==================== design 1
## src/rtl/multicycle_sequencer.sv

```systemverilog
// Multi-cycle PC and control sequencer: steps each instruction through IF/ID/EXE/MEM/WB,
// gates issue with run/single-step controls and counts retired instructions.
module multicycle_sequencer #(
    parameter int unsigned        ADDR_W    = 32,
    parameter logic [ADDR_W-1:0]  RESET_VEC = '0,
    parameter int unsigned        CNT_W     = 16
) (
    input  logic              clk,
    input  logic              rst,
    input  logic              run_en,
    input  logic              step_mode,
    input  logic              step_req,
    input  logic              is_halt,
    input  logic              is_jump,
    input  logic              is_branch,
    input  logic              is_load,
    input  logic              is_store,
    input  logic              branch_taken,
    input  logic [ADDR_W-1:0] baddr,
    input  logic [ADDR_W-1:0] jaddr,
    output logic [ADDR_W-1:0] pc,
    output logic [ADDR_W-1:0] pc4,
    output logic [2:0]        state,
    output logic              ir_we,
    output logic              mem_rd,
    output logic              mem_wr,
    output logic              rf_we,
    output logic              retire,
    output logic              halted,
    output logic [CNT_W-1:0]  retired_cnt
);

    typedef enum logic [2:0] {
        S_IDLE = 3'd0,
        S_IF   = 3'd1,
        S_ID   = 3'd2,
        S_EXE  = 3'd3,
        S_MEM  = 3'd4,
        S_WB   = 3'd5,
        S_HALT = 3'd6
    } state_t;

    state_t             r_state;
    logic [ADDR_W-1:0]  r_pc;
    logic [CNT_W-1:0]   r_cnt;

    logic [ADDR_W-1:0]  w_pc4;
    logic [ADDR_W-1:0]  w_pc_next;
    logic               w_retire;
    logic               w_issue;
    logic               w_cont;

    assign w_pc4   = r_pc + ADDR_W'(4);
    assign w_issue = run_en & (~step_mode | step_req);
    assign w_cont  = run_en & ~step_mode;

    // Strobes decode only registered state plus the held class inputs.
    always_comb begin
        w_retire  = 1'b0;
        w_pc_next = w_pc4;
        unique case (r_state)
            S_ID: begin
                if (~is_halt & is_jump) begin
                    w_retire  = 1'b1;
                    w_pc_next = jaddr;
                end
            end
            S_EXE: begin
                if (is_branch) begin
                    w_retire  = 1'b1;
                    w_pc_next = branch_taken ? baddr : w_pc4;
                end
            end
            S_MEM:   w_retire = ~is_load;
            S_WB:    w_retire = 1'b1;
            default: w_retire = 1'b0;
        endcase
    end

    always_ff @(posedge clk or posedge rst) begin
        if (rst) begin
            r_state <= S_IDLE;
            r_pc    <= RESET_VEC;
            r_cnt   <= '0;
        end else if (w_retire) begin
            r_state <= w_cont ? S_IF : S_IDLE;
            r_pc    <= w_pc_next;
            r_cnt   <= r_cnt + CNT_W'(1);
        end else begin
            unique case (r_state)
                S_IDLE:  if (w_issue) r_state <= S_IF;
                S_IF:    r_state <= S_ID;
                S_ID:    r_state <= is_halt ? S_HALT : S_EXE;
                S_EXE:   r_state <= (is_load | is_store) ? S_MEM : S_WB;
                S_MEM:   r_state <= S_WB;
                S_HALT:  r_state <= S_HALT;
                default: r_state <= S_IDLE;
            endcase
        end
    end

    assign pc          = r_pc;
    assign pc4         = w_pc4;
    assign state       = r_state;
    assign ir_we       = (r_state == S_IF);
    assign mem_rd      = (r_state == S_MEM) & is_load;
    assign mem_wr      = (r_state == S_MEM) & ~is_load & is_store;
    assign rf_we       = (r_state == S_WB);
    assign retire      = w_retire;
    assign halted      = (r_state == S_HALT);
    assign retired_cnt = r_cnt;

endmodule
```

## config.mk

```make
export PLATFORM = sky130hd
export DESIGN_NAME = multicycle_sequencer
export DESIGN_NICKNAME = d
export VERILOG_FILES = /design/src/rtl/multicycle_sequencer.sv
export SDC_FILE = /design/constraint.sdc
export NUM_CORES = 1
export LEC_CHECK = 0
export CORE_ASPECT_RATIO = 0.8
export CORE_MARGIN = 1.5
export CORE_UTILIZATION = 35
export CTS_BUF_LIST = sky130_fd_sc_hd__clkbuf_8 sky130_fd_sc_hd__clkbuf_16
export CTS_CLUSTER_SIZE = 8
export DETAILED_ROUTE_END_ITERATION = 6
export GPL_TIMING_DRIVEN = 1
export PLACE_DENSITY = 0.68
export RECOVER_POWER = 25
export SKIP_CTS_REPAIR_TIMING = 1
export SLEW_MARGIN = 20
export SYNTH_ARGS = -nofsm -noshare
export SYNTH_HDL_FRONTEND = slang
export SYNTH_SLANG_ARGS = --single-unit
```

## constraint.sdc

```tcl
create_clock -name clk -period 2.9 [get_ports clk]
set_input_delay 0.725 -clock clk [delete_from_list [all_inputs] [get_ports clk]]
set_output_delay 0.725 -clock clk [all_outputs]
set_load 0.1 [all_outputs]
```

==================== design 2
--- config.mk ---
export PLATFORM = sky130hd
export DESIGN_NAME = cplx_neg_rot_flat
export DESIGN_NICKNAME = d
export VERILOG_FILES = /design/src/rtl/cplx_neg_rot_if.sv /design/src/rtl/cplx_neg_rot.sv /design/src/flat_wrapper.sv
export SDC_FILE = /design/constraint.sdc
export NUM_CORES = 1
export LEC_CHECK = 0
export CORE_ASPECT_RATIO = 0.6
export CORE_MARGIN = 1
export CORE_UTILIZATION = 50
export CTS_BUF_LIST = sky130_fd_sc_hd__clkbuf_16
export DETAILED_ROUTE_END_ITERATION = 12
export PLACE_DENSITY = 0.77
export SLEW_MARGIN = 30
export SYNTH_ARGS = -nofsm -noshare
export SYNTH_HDL_FRONTEND = slang
export SYNTH_SLANG_ARGS = --single-unit
export TNS_END_PERCENT = 10
--- constraint.sdc ---
create_clock -name clk -period 2.21 [get_ports clk]
set_clock_uncertainty 0.05 [all_clocks]
set_input_delay 0.442 -clock clk [delete_from_list [all_inputs] [get_ports clk]]
set_output_delay 0.442 -clock clk [all_outputs]
set_load 0.05 [all_outputs]
--- src/rtl/cplx_neg_rot_if.sv ---
// Handshake and data bundle for the cplx_neg_rot trivial-twiddle rotator.
// The slave modport is the rotator side and the master modport is the driver side.
`timescale 1ns/1ps
interface cplx_neg_rot_if #(
    parameter int WIDTH = 32,
    parameter int CNT_W = 8
);
    logic                    in_valid;
    logic                    in_ready;
    logic signed [WIDTH-1:0] in_re;
    logic signed [WIDTH-1:0] in_im;
    logic [1:0]              in_mode;
    logic                    out_valid;
    logic                    out_ready;
    logic signed [WIDTH-1:0] out_re;
    logic signed [WIDTH-1:0] out_im;
    logic                    out_ovf;
    logic                    ovf_clr;
    logic [CNT_W-1:0]        ovf_count;

    modport slave (
        input  in_valid, in_re, in_im, in_mode, out_ready, ovf_clr,
        output in_ready, out_valid, out_re, out_im, out_ovf, ovf_count
    );

    modport master (
        output in_valid, in_re, in_im, in_mode, out_ready, ovf_clr,
        input  in_ready, out_valid, out_re, out_im, out_ovf, ovf_count
    );
endinterface

--- src/rtl/cplx_neg_rot.sv ---
// Two-stage complex rotator by 1, -1, -j or +j with most-negative overflow flagging.
// Defining CPLX_NEG_SAT_EN makes an overflowing negation saturate instead of wrap.
`timescale 1ns/1ps
module cplx_neg_rot #(
    parameter int WIDTH = 32,
    parameter int CNT_W = 8
) (
    input logic           clk,
    input logic           rst,
    cplx_neg_rot_if.slave bus
);
    localparam logic signed [WIDTH-1:0] MIN_VAL = {1'b1, {(WIDTH-1){1'b0}}};
    localparam logic signed [WIDTH-1:0] ONE     = WIDTH'(1);
    localparam logic [CNT_W-1:0]        CNT_MAX = '1;

`ifdef CPLX_NEG_SAT_EN
    localparam logic signed [WIDTH-1:0] MAX_VAL = {1'b0, {(WIDTH-1){1'b1}}};

    function automatic logic signed [WIDTH-1:0] sat_neg(
        input logic signed [WIDTH-1:0] neg,
        input logic                    ovf
    );
        return ovf ? MAX_VAL : neg;
    endfunction
`endif

    logic                    w_adv1;
    logic                    w_adv2;
    logic                    w_in_xfer;
    logic                    w_out_xfer;

    logic                    r_vld_p1;
    logic signed [WIDTH-1:0] r_re_p1;
    logic signed [WIDTH-1:0] r_im_p1;
    logic signed [WIDTH-1:0] r_inv_re_p1;
    logic signed [WIDTH-1:0] r_inv_im_p1;
    logic [1:0]              r_mode_p1;

    logic signed [WIDTH-1:0] w_neg_re;
    logic signed [WIDTH-1:0] w_neg_im;
    logic                    w_ovf_re;
    logic                    w_ovf_im;
    logic signed [WIDTH-1:0] w_re_p2;
    logic signed [WIDTH-1:0] w_im_p2;
    logic                    w_ovf_p2;

    logic                    r_vld_p2;
    logic signed [WIDTH-1:0] r_re_p2;
    logic signed [WIDTH-1:0] r_im_p2;
    logic                    r_ovf_p2;
    logic [CNT_W-1:0]        r_ovf_count;

    // in_ready depends only on registered valids and out_ready, never on in_valid
    assign w_adv2     = !r_vld_p2 || bus.out_ready;
    assign w_adv1     = !r_vld_p1 || w_adv2;
    assign w_in_xfer  = bus.in_valid && w_adv1;
    assign w_out_xfer = r_vld_p2 && bus.out_ready;

    // ---- stage 1: capture raw and inverted operands plus mode ----
    always_ff @(posedge clk or negedge rst) begin
        if (!rst) begin
            r_vld_p1    <= 1'b0;
            r_re_p1     <= '0;
            r_im_p1     <= '0;
            r_inv_re_p1 <= '0;
            r_inv_im_p1 <= '0;
            r_mode_p1   <= 2'b00;
        end else if (w_adv1) begin
            r_vld_p1 <= bus.in_valid;
            if (bus.in_valid) begin
                r_re_p1     <= bus.in_re;
                r_im_p1     <= bus.in_im;
                r_inv_re_p1 <= ~bus.in_re;
                r_inv_im_p1 <= ~bus.in_im;
                r_mode_p1   <= bus.in_mode;
            end
        end
    end

    // ---- stage 2: complete the negation and select by mode ----
    assign w_neg_re = r_inv_re_p1 + ONE;
    assign w_neg_im = r_inv_im_p1 + ONE;
    assign w_ovf_re = (r_re_p1 == MIN_VAL);
    assign w_ovf_im = (r_im_p1 == MIN_VAL);

    always_comb begin
        logic signed [WIDTH-1:0] v_nre;
        logic signed [WIDTH-1:0] v_nim;
`ifdef CPLX_NEG_SAT_EN
        v_nre = sat_neg(w_neg_re, w_ovf_re);
        v_nim = sat_neg(w_neg_im, w_ovf_im);
`else
        v_nre = w_neg_re;
        v_nim = w_neg_im;
`endif
        w_re_p2  = r_re_p1;
        w_im_p2  = r_im_p1;
        w_ovf_p2 = 1'b0;
        case (r_mode_p1)
            2'b01: begin
                w_re_p2  = v_nre;
                w_im_p2  = v_nim;
                w_ovf_p2 = w_ovf_re || w_ovf_im;
            end
            2'b10: begin
                w_re_p2  = r_im_p1;
                w_im_p2  = v_nre;
                w_ovf_p2 = w_ovf_re;
            end
            2'b11: begin
                w_re_p2  = v_nim;
                w_im_p2  = r_re_p1;
                w_ovf_p2 = w_ovf_im;
            end
            default: ;
        endcase
    end

    always_ff @(posedge clk or negedge rst) begin
        if (!rst) begin
            r_vld_p2 <= 1'b0;
            r_re_p2  <= '0;
            r_im_p2  <= '0;
            r_ovf_p2 <= 1'b0;
        end else if (w_adv2) begin
            r_vld_p2 <= r_vld_p1;
            if (r_vld_p1) begin
                r_re_p2  <= w_re_p2;
                r_im_p2  <= w_im_p2;
                r_ovf_p2 <= w_ovf_p2;
            end
        end
    end

    // ---- overflow event counter on output transfers ----
    always_ff @(posedge clk or negedge rst) begin
        if (!rst) begin
            r_ovf_count <= '0;
        end else if (bus.ovf_clr) begin
            r_ovf_count <= (w_out_xfer && r_ovf_p2) ? CNT_W'(1) : '0;
        end else if (w_out_xfer && r_ovf_p2 && (r_ovf_count != CNT_MAX)) begin
            r_ovf_count <= r_ovf_count + CNT_W'(1);
        end
    end

    assign bus.in_ready  = w_adv1;
    assign bus.out_valid = r_vld_p2;
    assign bus.out_re    = r_re_p2;
    assign bus.out_im    = r_im_p2;
    assign bus.out_ovf   = r_ovf_p2;
    assign bus.ovf_count = r_ovf_count;
endmodule

--- src/flat_wrapper.sv ---
// flat-port wrapper written by rule: the top's interface ports become plain ports
module cplx_neg_rot_flat 
#(
    parameter int WIDTH = 32,
    parameter int CNT_W = 8
)
  (clk, rst, bus_in_valid, bus_in_re, bus_in_im, bus_in_mode, bus_out_ready, bus_ovf_clr, bus_in_ready, bus_out_valid, bus_out_re, bus_out_im, bus_out_ovf, bus_ovf_count);
  cplx_neg_rot_if #(.WIDTH(WIDTH), .CNT_W(CNT_W)) bus_i ();
  input logic clk;
  input logic rst;
  input wire logic [$bits(bus_i.in_valid)-1:0] bus_in_valid;
  input wire logic [$bits(bus_i.in_re)-1:0] bus_in_re;
  input wire logic [$bits(bus_i.in_im)-1:0] bus_in_im;
  input wire logic [$bits(bus_i.in_mode)-1:0] bus_in_mode;
  input wire logic [$bits(bus_i.out_ready)-1:0] bus_out_ready;
  input wire logic [$bits(bus_i.ovf_clr)-1:0] bus_ovf_clr;
  output wire logic [$bits(bus_i.in_ready)-1:0] bus_in_ready;
  output wire logic [$bits(bus_i.out_valid)-1:0] bus_out_valid;
  output wire logic [$bits(bus_i.out_re)-1:0] bus_out_re;
  output wire logic [$bits(bus_i.out_im)-1:0] bus_out_im;
  output wire logic [$bits(bus_i.out_ovf)-1:0] bus_out_ovf;
  output wire logic [$bits(bus_i.ovf_count)-1:0] bus_ovf_count;
  assign bus_i.in_valid = bus_in_valid;
  assign bus_i.in_re = bus_in_re;
  assign bus_i.in_im = bus_in_im;
  assign bus_i.in_mode = bus_in_mode;
  assign bus_i.out_ready = bus_out_ready;
  assign bus_i.ovf_clr = bus_ovf_clr;
  assign bus_in_ready = bus_i.in_ready;
  assign bus_out_valid = bus_i.out_valid;
  assign bus_out_re = bus_i.out_re;
  assign bus_out_im = bus_i.out_im;
  assign bus_out_ovf = bus_i.out_ovf;
  assign bus_ovf_count = bus_i.ovf_count;
  cplx_neg_rot #(.WIDTH(WIDTH), .CNT_W(CNT_W)) u_core (.clk(clk), .rst(rst), .bus(bus_i));
endmodule
==================== design 3
==> config.mk <==
export PLATFORM = sky130hd
export DESIGN_NAME = mult_arb
export DESIGN_NICKNAME = d
export VERILOG_FILES = /design/src/rtl/mult_arb_pkg.sv /design/src/rtl/rr_pick.sv /design/src/rtl/mult_arb.sv
export SDC_FILE = /design/constraint.sdc
export NUM_CORES = 1
export LEC_CHECK = 0
export CAP_MARGIN = 20
export CORE_MARGIN = 3
export CORE_UTILIZATION = 35
export CTS_BUF_LIST = sky130_fd_sc_hd__clkbuf_4
export DETAILED_ROUTE_END_ITERATION = 10
export GPL_TIMING_DRIVEN = 0
export PLACE_DENSITY = 0.73
export SLEW_MARGIN = 25
export SYNTH_ARGS = -nofsm -noshare
export SYNTH_HDL_FRONTEND = slang
export SYNTH_SLANG_ARGS = --single-unit
==> constraint.sdc <==
create_clock -name clk -period 1.81 [get_ports clk]
set_clock_uncertainty 0.05 [all_clocks]
set_input_delay 0.181 -clock clk [delete_from_list [all_inputs] [get_ports clk]]
set_output_delay 0.181 -clock clk [all_outputs]
set_load 0.1 [all_outputs]
==> src/rtl/mult_arb_pkg.sv <==
// mult_arb_pkg -- shared types and default sizing for the multiply arbiter.
//   state_t  : arbiter FSM encoding (IDLE, CLEAR, RUN, DONE)
//   NREQ_DEF : default number of requesters
//   W_DEF    : default operand width (product is 2*W)
//   TMO_DEF  : default watchdog limit in RUN cycles (MULT_ARB_TMO_EN builds)
package mult_arb_pkg;

  typedef enum logic [1:0] {
    IDLE  = 2'd0,
    CLEAR = 2'd1,
    RUN   = 2'd2,
    DONE  = 2'd3
  } state_t;

  localparam int NREQ_DEF = 4;
  localparam int W_DEF    = 8;
  localparam int TMO_DEF  = 32;

endpackage

==> src/rtl/rr_pick.sv <==
// rr_pick -- combinational round-robin selector.
//   req : request vector
//   ptr : index with highest priority this round (search starts here, wraps)
//   gnt : one-hot winner (all zero when no request)
//   vld : at least one request present
module rr_pick
  import mult_arb_pkg::*;
#(
  parameter int NREQ = NREQ_DEF,
  parameter int PW   = (NREQ > 1) ? $clog2(NREQ) : 1
) (
  input  logic [NREQ-1:0] req,
  input  logic [PW-1:0]   ptr,
  output logic [NREQ-1:0] gnt,
  output logic            vld
);

  // Outer loop walks priority distance from ptr, so the first hit is the
  // nearest requester at or after ptr, modulo NREQ.
  always_comb begin
    gnt = '0;
    vld = 1'b0;
    for (int k = 0; k < NREQ; k++) begin
      for (int i = 0; i < NREQ; i++) begin
        if (!vld && req[i] && (i == (int'(ptr) + k) % NREQ)) begin
          gnt[i] = 1'b1;
          vld    = 1'b1;
        end
      end
    end
  end

endmodule

==> src/rtl/mult_arb.sv <==
// mult_arb -- round-robin arbiter sharing one external multiply unit among
// NREQ requesters.
//
// Optional feature: define MULT_ARB_TMO_EN to enable a RUN-state watchdog.
// After TMO RUN cycles without m_rdy the operation is aborted with err and
// done pulsed together and result forced to 0. Without the macro err is 0
// and RUN waits for m_rdy indefinitely.
//
// Ports:
//   clk, rst        : clock, synchronous active-high reset
//   req[NREQ]       : request levels
//   a_in, b_in      : packed operands, requester i at [i*W +: W]
//   grant[NREQ]     : one-hot, high while requester is served
//   done[NREQ]      : one-cycle completion pulse to the served requester
//   result[2W]      : product, valid in the done cycle, held until next done
//   err             : one-cycle watchdog abort pulse
//   m_rst, m_start  : multiply unit control
//   m_a, m_b        : registered operands to multiply unit
//   m_prod, m_rdy   : multiply unit product and completion
//   state_dbg       : current FSM state (state_t encoding)
//
// Requester protocol: raise req and hold it with stable operands until
// grant; operands are captured at grant, so later changes or dropping req
// do not disturb the running operation. done[i] pulses once per service.
module mult_arb
  import mult_arb_pkg::*;
#(
  parameter int NREQ = NREQ_DEF,
  parameter int W    = W_DEF,
  parameter int TMO  = TMO_DEF
) (
  input  logic              clk,
  input  logic              rst,
  input  logic [NREQ-1:0]   req,
  input  logic [NREQ*W-1:0] a_in,
  input  logic [NREQ*W-1:0] b_in,
  output logic [NREQ-1:0]   grant,
  output logic [NREQ-1:0]   done,
  output logic [2*W-1:0]    result,
  output logic              err,
  output logic              m_rst,
  output logic              m_start,
  output logic [W-1:0]      m_a,
  output logic [W-1:0]      m_b,
  input  logic [2*W-1:0]    m_prod,
  input  logic              m_rdy,
  output logic [1:0]        state_dbg
);

  localparam int PW = (NREQ > 1) ? $clog2(NREQ) : 1;

  if (TMO < 1) begin : g_bad_tmo
    $error("mult_arb: TMO must be at least 1");
  end

  state_t          state;
  logic [PW-1:0]   ptr;
  logic [PW-1:0]   win_idx;
  logic [NREQ-1:0] pick_gnt;
  logic            pick_vld;
  logic [PW-1:0]   pick_idx;
  logic [W-1:0]    pick_a;
  logic [W-1:0]    pick_b;

  rr_pick #(.NREQ(NREQ), .PW(PW)) u_pick (
    .req (req),
    .ptr (ptr),
    .gnt (pick_gnt),
    .vld (pick_vld)
  );

  // Winner index and its operands, decoded from the one-hot pick.
  always_comb begin
    pick_idx = '0;
    pick_a   = '0;
    pick_b   = '0;
    for (int i = 0; i < NREQ; i++) begin
      if (pick_gnt[i]) begin
        pick_idx = PW'(i);
        pick_a   = a_in[i*W +: W];
        pick_b   = b_in[i*W +: W];
      end
    end
  end

`ifdef MULT_ARB_TMO_EN
  localparam int CW = $clog2(TMO + 1);
  logic [CW-1:0] cnt;
`else
  assign err = 1'b0;
`endif

  assign state_dbg = state;

  always_ff @(posedge clk) begin
    if (rst) begin
      state   <= IDLE;
      grant   <= '0;
      done    <= '0;
      result  <= '0;
      m_rst   <= 1'b1;
      m_start <= 1'b0;
      m_a     <= '0;
      m_b     <= '0;
      ptr     <= '0;
      win_idx <= '0;
`ifdef MULT_ARB_TMO_EN
      err     <= 1'b0;
      cnt     <= '0;
`endif
    end else begin
      done <= '0;
`ifdef MULT_ARB_TMO_EN
      err  <= 1'b0;
`endif
      case (state)
        IDLE: begin
          m_rst   <= 1'b0;
          m_start <= 1'b0;
          if (pick_vld) begin
            grant   <= pick_gnt;
            win_idx <= pick_idx;
            m_a     <= pick_a;
            m_b     <= pick_b;
            m_rst   <= 1'b1;  // high for the single CLEAR cycle
            state   <= CLEAR;
          end
        end
        CLEAR: begin
          m_rst   <= 1'b0;
          m_start <= 1'b1;
`ifdef MULT_ARB_TMO_EN
          cnt     <= '0;
`endif
          state   <= RUN;
        end
        RUN: begin
          m_rst <= 1'b0;
          if (m_rdy) begin
            result  <= m_prod;
            done    <= grant;
            m_start <= 1'b0;
            state   <= DONE;
          end
`ifdef MULT_ARB_TMO_EN
          // cnt counts completed RUN cycles; this is the TMO-th one.
          else if (cnt == CW'(TMO - 1)) begin
            result  <= '0;
            done    <= grant;
            err     <= 1'b1;
            m_start <= 1'b0;
            state   <= DONE;
          end else begin
            cnt <= cnt + 1'b1;
          end
`endif
        end
        DONE: begin
          grant <= '0;
          ptr   <= (win_idx == PW'(NREQ - 1)) ? '0 : win_idx + 1'b1;
          state <= IDLE;
        end
        default: state <= IDLE;
      endcase
    end
  end

endmodule

==> design_1/gate_families.png <==
Bar = 20 um.
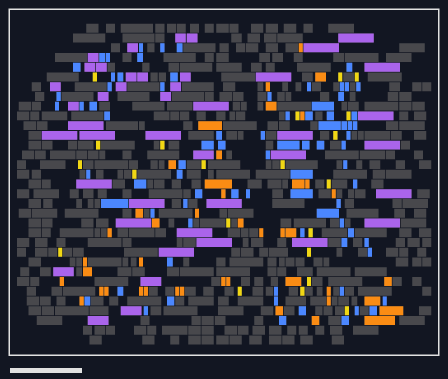
yellow -> inverters  # cells 21, most used inv_1
blue -> NAND gates  # cells 80, most used nand2_1
purple -> XOR/XNOR gates  # cells 43, most used xnor2_4
orange -> NOR gates  # cells 43, most used nor2_1
Finished Layout Cells: 749
multi-input logic portion of the cell area: 43.78%
Top cell excl fill/tap: buf_4

==> flow_summary.ini, design 1 <==
; generated from flow reports
[yosys]
synthesis.nets = 519
top_cell = dfrtp_1
edf_count = 0

[global_routing]
met3_usage_pct = 5.154
grt_pass1_vias = 4054
gr-max-usage-layer = met2

[worst_setup_path]
r2r_slack_ps = 530
path_cells = ha_4 > and3_4 > and2_2 > and3_1 > xnor2_4 > buf_12
critPathKind = reg -> out
path_depth = 6

[place]
pre_cts_ws_ps = 126.5

[clocking]
cts_tree = yes
cts_buffers = 5

[min_path]
hold_class = reg -> reg

[outcome]
status = complete, no violations

[final_timing]
tightest_slew_ps = 1076
relSlewSlack_pct = 28.17
setup_ws_ps = 81.25
finalHoldViolCount = 0
post-route-min-period_ps = 2819

[route]
viasPerCell = 5.555
top_layer = met4

[floorplan]
num_tap_cells = 140

[job]
drv_cap = 0

[finish]
seq_share_pct = 19.90
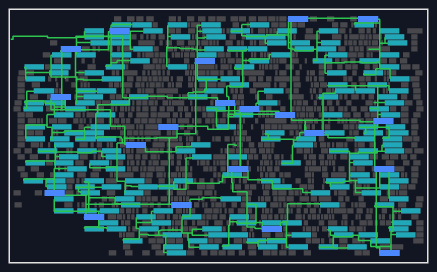
(design_2/clock_map.png)
green -> clock wires  # length 2580 um
cyan -> flip-flops  # count 205
blue -> cells driving clock nets  # count 20
flops lie = spread over the die

==> flow_summary.ini, design 2 <==
; generated from flow reports
[place]
dp_cells = 1560
gp_congestion = 1.005

[yosys]
yosysSeqAreaShare_pct = 48.88
netlist_area_sq_um = 10500

[route]
viasPerCell = 6.174
drc_errors = 0
drt_iter0_markers = 1262

[finish]
lay_top_cells = dfrtp_1 (199), nor2_1 (132), buf_4 (131)
seq_share_pct = 36.55

[power]
switching_share_pct = 39.42
leakagePower_uw = 0.005968

[floorplan]
core_region_area_sq_um = 20270
placementRows = 40

[outcome]
status = complete, but fails checks
violations = negative setup slack

[final_timing]
setup_ws_ps = -90.32
finalSetupViolCount = 2

[global_routing]
gr-max-usage-layer = met1

[job]
drv_cap = 0

[clocking]
clk_path_buf_depth = 3
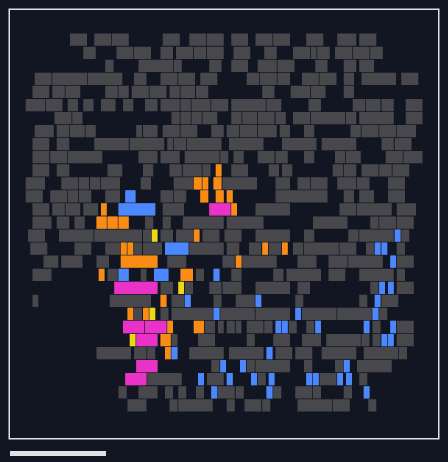
(design_3/gate_families.png)
Bar = 20 um.
orange -> NOR gates  # cells 28, most used nor2_1
blue -> NAND gates  # cells 41, most used nand2_1
magenta -> adder and majority cells  # cells 7, most used ha_1
yellow -> inverters  # cells 4

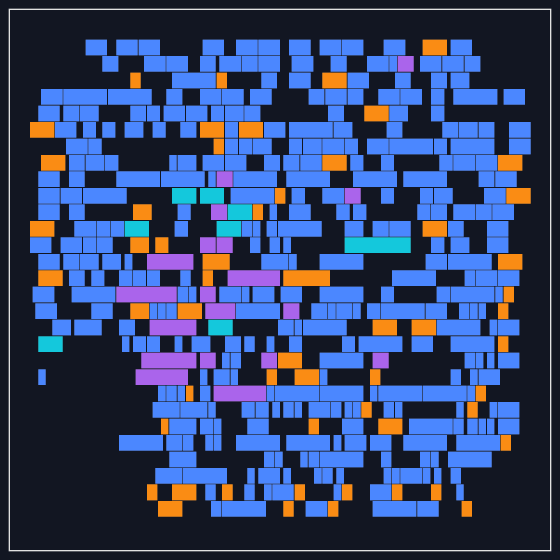
(design_3/drive_strength.png)
cyan -> drive 6 and up  # cells 8, share 1.9%
orange -> drive 2  # cells 55, share 13%
purple -> drive 3 to 4  # cells 19, share 4.6%
blue -> drive 1 or less  # cells 333, share 80%
Final Cell Area: 3876 sq um
synthesis-to-layout area growth: 60.19%
non-clock buffer instance count of the final layout: 151

==> flow_summary.ini, design 3 <==
; generated from flow reports
[outcome]
status = complete, no violations

[global_routing]
overflow = 0
gr-max-usage-layer = met2

[worst_setup_path]
r2r_slack_ps = 70
rr_worst_depth = 7
start_kind = flop
path_depth = 1
cp-startpoint = done[3]$_SDFF_PP0_

[yosys]
yosysWarnings = 0
syn_inst = 278

[floorplan]
chip_area_sq_um = 7948

[finish]
fin_cells = 492
layout.area.seq_sq_um = 973.4

[clocking]
cts.clk_slew.worst_paths_ps = 150
htree_levels = 2
cts_hold_buf = 0

[min_path]
hold_class = in -> reg
hold_start = req[0]

[power]
leakagePower_uw = 0.001466

[final_timing]
fin_tns_setup_ps = 0
post-route-min-period_ps = 1745
setup_ws_ps = 64.75

[route]
routed_wl_um = 7825

==================== design 4
==> design_4/final_congestion.png <==
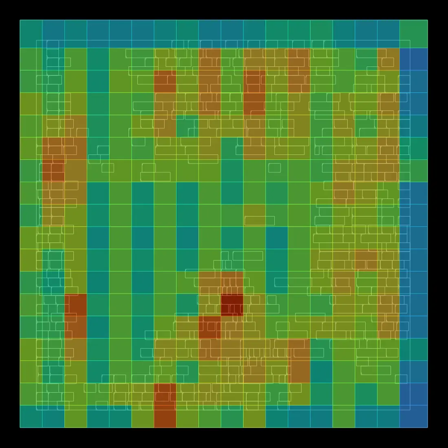
==> design_4/drive_strength.png <==
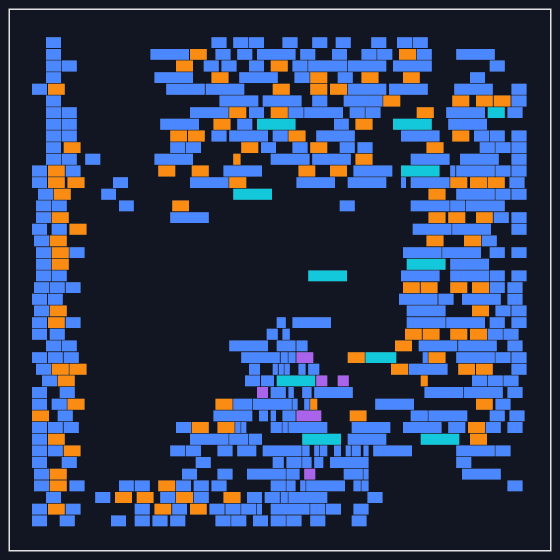
**src/rtl/mem_port_arbiter.sv**
```systemverilog
// Arbiter for the shared fetch/load-store memory port of the MIPS soft core.
// Data wins by default; a starvation counter forces a fetch grant after STARVE_MAX data grants.
module mem_port_arbiter #(
  parameter int AW         = 32,
  parameter int DW         = 32,
  parameter int MEM_LAT    = 2,
  parameter int STARVE_MAX = 4
) (
  input  logic          clk,
  input  logic          rst_n,
  input  logic          if_req,
  input  logic [AW-1:0] if_addr,
  output logic          if_ack,
  output logic [DW-1:0] if_rdata,
  input  logic          d_req,
  input  logic          d_we,
  input  logic [AW-1:0] d_addr,
  input  logic [DW-1:0] d_wdata,
  output logic          d_ack,
  output logic [DW-1:0] d_rdata,
  output logic          mem_en,
  output logic          mem_we,
  output logic [AW-1:0] mem_addr,
  output logic [DW-1:0] mem_wdata,
  input  logic [DW-1:0] mem_rdata,
  output logic          sel,
  output logic          busy
);

  typedef enum logic [1:0] {IDLE, ISSUE, WAIT, DONE} state_e;

  localparam logic [3:0] LAT_LOAD   = 4'(MEM_LAT - 1);
  localparam logic [3:0] STARVE_LIM = 4'(STARVE_MAX);

  state_e        state_q, state_d;
  logic          sel_q, sel_d;
  logic          is_store_q, is_store_d;
  logic [3:0]    lat_cnt_q, lat_cnt_d;
  logic [3:0]    starve_q, starve_d;
  logic          mem_en_q, mem_en_d;
  logic          mem_we_q, mem_we_d;
  logic          if_ack_q, if_ack_d;
  logic          d_ack_q, d_ack_d;
  logic [DW-1:0] if_rdata_q, if_rdata_d;
  logic [DW-1:0] d_rdata_q, d_rdata_d;

  always_comb begin
    // NOTE: every variable gets a default first so no path leaves it unassigned (no latch).
    state_d    = state_q;
    sel_d      = sel_q;
    is_store_d = is_store_q;
    lat_cnt_d  = lat_cnt_q;
    starve_d   = starve_q;
    if_rdata_d = if_rdata_q;
    d_rdata_d  = d_rdata_q;
    mem_en_d   = 1'b0;
    mem_we_d   = 1'b0;
    if_ack_d   = 1'b0;
    d_ack_d    = 1'b0;

    unique case (state_q)
      IDLE: begin
        if (if_req || d_req) begin
          state_d  = ISSUE;
          mem_en_d = 1'b1;
          if (d_req && (!if_req || starve_q < STARVE_LIM)) begin
            sel_d      = 1'b1;
            is_store_d = d_we;
            mem_we_d   = d_we;
            if (if_req) starve_d = starve_q + 4'd1;
          end else begin
            sel_d      = 1'b0;
            is_store_d = 1'b0;
            starve_d   = 4'd0;
          end
        end
      end
      ISSUE: begin
        lat_cnt_d = LAT_LOAD;
        state_d   = WAIT;
      end
      WAIT: begin
        if (lat_cnt_q == 4'd0) begin
          // Only the owner's read register is written; stores leave d_rdata alone.
          if (!sel_q)           if_rdata_d = mem_rdata;
          else if (!is_store_q) d_rdata_d  = mem_rdata;
          if_ack_d = !sel_q;
          d_ack_d  = sel_q;
          state_d  = DONE;
        end else begin
          lat_cnt_d = lat_cnt_q - 4'd1;
        end
      end
      DONE:    state_d = IDLE;
      default: state_d = IDLE;
    endcase
  end

  always_ff @(posedge clk or negedge rst_n) begin
    if (!rst_n) begin
      state_q    <= IDLE;
      sel_q      <= 1'b0;
      is_store_q <= 1'b0;
      lat_cnt_q  <= 4'd0;
      starve_q   <= 4'd0;
      mem_en_q   <= 1'b0;
      mem_we_q   <= 1'b0;
      if_ack_q   <= 1'b0;
      d_ack_q    <= 1'b0;
      if_rdata_q <= '0;
      d_rdata_q  <= '0;
    end else begin
      // NOTE: non-blocking assignments so every flop samples the pre-edge values.
      state_q    <= state_d;
      sel_q      <= sel_d;
      is_store_q <= is_store_d;
      lat_cnt_q  <= lat_cnt_d;
      starve_q   <= starve_d;
      mem_en_q   <= mem_en_d;
      mem_we_q   <= mem_we_d;
      if_ack_q   <= if_ack_d;
      d_ack_q    <= d_ack_d;
      if_rdata_q <= if_rdata_d;
      d_rdata_q  <= d_rdata_d;
    end
  end

  assign if_ack    = if_ack_q;
  assign d_ack     = d_ack_q;
  assign if_rdata  = if_rdata_q;
  assign d_rdata   = d_rdata_q;
  assign mem_en    = mem_en_q;
  assign mem_we    = mem_we_q;
  assign sel       = sel_q;
  assign busy      = (state_q != IDLE);
  assign mem_addr  = sel_q ? d_addr : if_addr;
  assign mem_wdata = d_wdata;

endmodule

```
**config.mk**
```make
export PLATFORM = sky130hd
export DESIGN_NAME = mem_port_arbiter
export DESIGN_NICKNAME = d
export VERILOG_FILES = /design/src/rtl/mem_port_arbiter.sv
export SDC_FILE = /design/constraint.sdc
export NUM_CORES = 1
export LEC_CHECK = 0
export CORE_MARGIN = 5
export CORE_UTILIZATION = 28
export CTS_CLUSTER_SIZE = 30
export DETAILED_ROUTE_END_ITERATION = 12
export GPL_ROUTABILITY_DRIVEN = 0
export PLACE_DENSITY = 0.72
export SLEW_MARGIN = 40
export SYNTH_ARGS = -nofsm -noshare
export SYNTH_HDL_FRONTEND = slang
export SYNTH_SLANG_ARGS = --single-unit
```
**constraint.sdc**
```tcl
create_clock -name clk -period 2.7 [get_ports clk]
set_clock_uncertainty 0.05 [all_clocks]
set_input_delay 0.405 -clock clk [delete_from_list [all_inputs] [get_ports clk]]
set_output_delay 0.405 -clock clk [all_outputs]
set_load 0.005 [all_outputs]
```
==> flow_summary.ini <==
; generated from flow reports
[finish]
fillerInstances = 1210
final_area_sq_um = 5993
areaGrowthSynthToFinish_pct = 59.24
seq_share_pct = 33.40
final_nets = 586
combAreaFraction_pct = 23.76
num-nonclk-buffers = 206
comb_cells = 144
biggestCellCategory = non-clock buffers
combGateArea_sq_um = 1424

[place]
hpwl_um = 8152

[global_routing]
grt_max_degree = 81
grt_pass1_wl_um = 15760
antenna_found_initial = 0

[clocking]
cts_hold_buf = 0
clk-insertion-delay-late_ps = 330

[yosys]
yosys-top-cells-area = dfrtp_1 (53%), mux2_2 (28%), buf_4 (6.4%)
yosysWarnings = 0
ys_sh_adder_pct = 1.662
topCombFamilyByArea = multiplexers

[worst_setup_path]
critPathRequiredTime_ps = 2250
cp_max_fo = 36

[outcome]
status = complete, no violations

[final_timing]
worst_hold_slack_ps = 58.77
clock.fmax_ghz = 0.4197

[route]
viasPerCell = 4.432

[floorplan]
placementRows = 42
chip_area_sq_um = 15860

[power]
intPower_uw = 4372

[job]
drv_cap = 0
Notes on design_4/final_congestion.png above:
GR peak layer: met2
GR Layer Usage met1: 13.37%
Core Util, Final: 45.44%
met2 usage in global routing: 22.03%
Wirelength per Cell: 16.35 um

Notes on design_4/drive_strength.png above:
orange -> drive 2  # cells 98, share 22%
blue -> drive 1 or less  # cells 337, share 75%
cyan -> drive 6 and up  # cells 11, share 2.4%
purple -> drive 3 to 4  # cells 6, share 1.3%



==> screenshots <==
Met3 routing.
Cells faint in the background.
shot_01.png
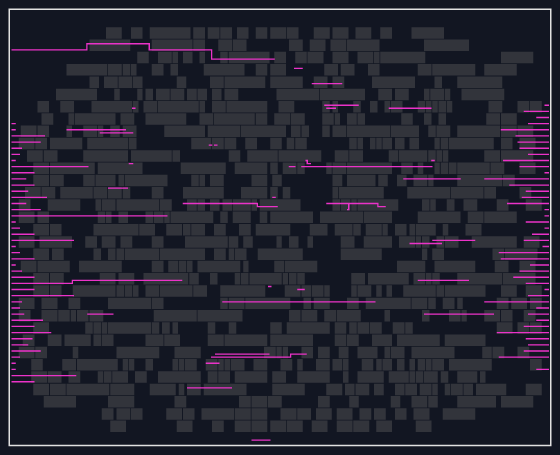
shot_02.png
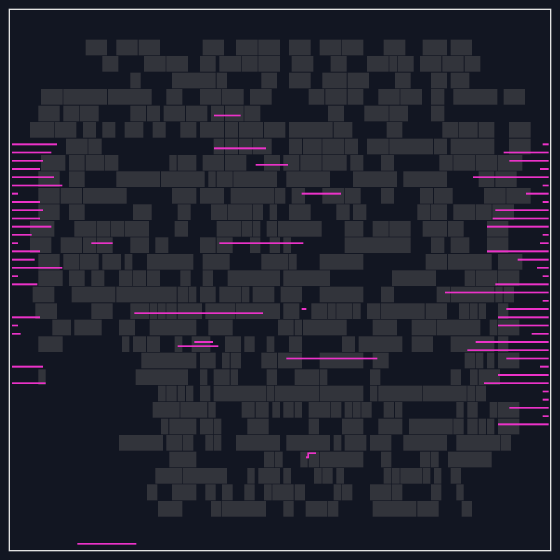
shot_03.png
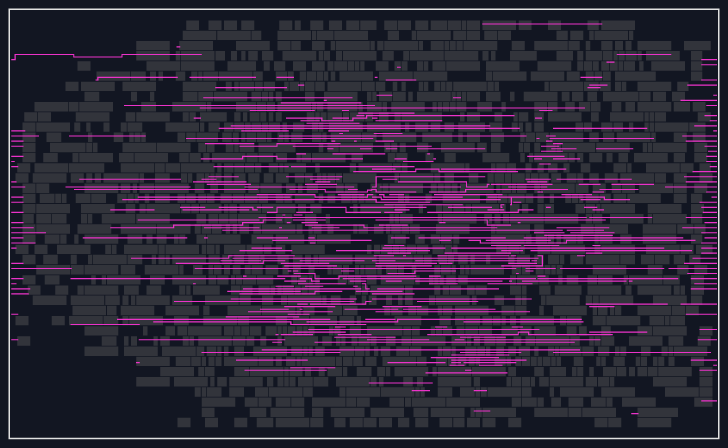
shot_04.png
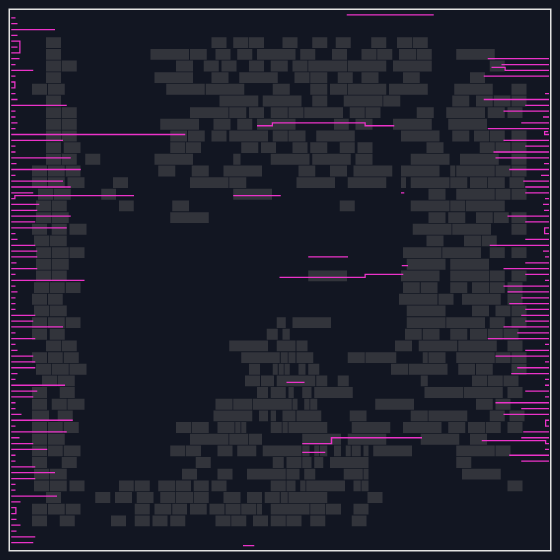
Design 2 is shot_03.png.
Design 1 is shot_01.png.
Design 3 is shot_02.png.
Design 4 is shot_04.png.

Key to shot_02.png:
main direction = horizontal
longest straight run = 20.9 um
wire length on this layer = 392 um
nets with wire on the layer = 66

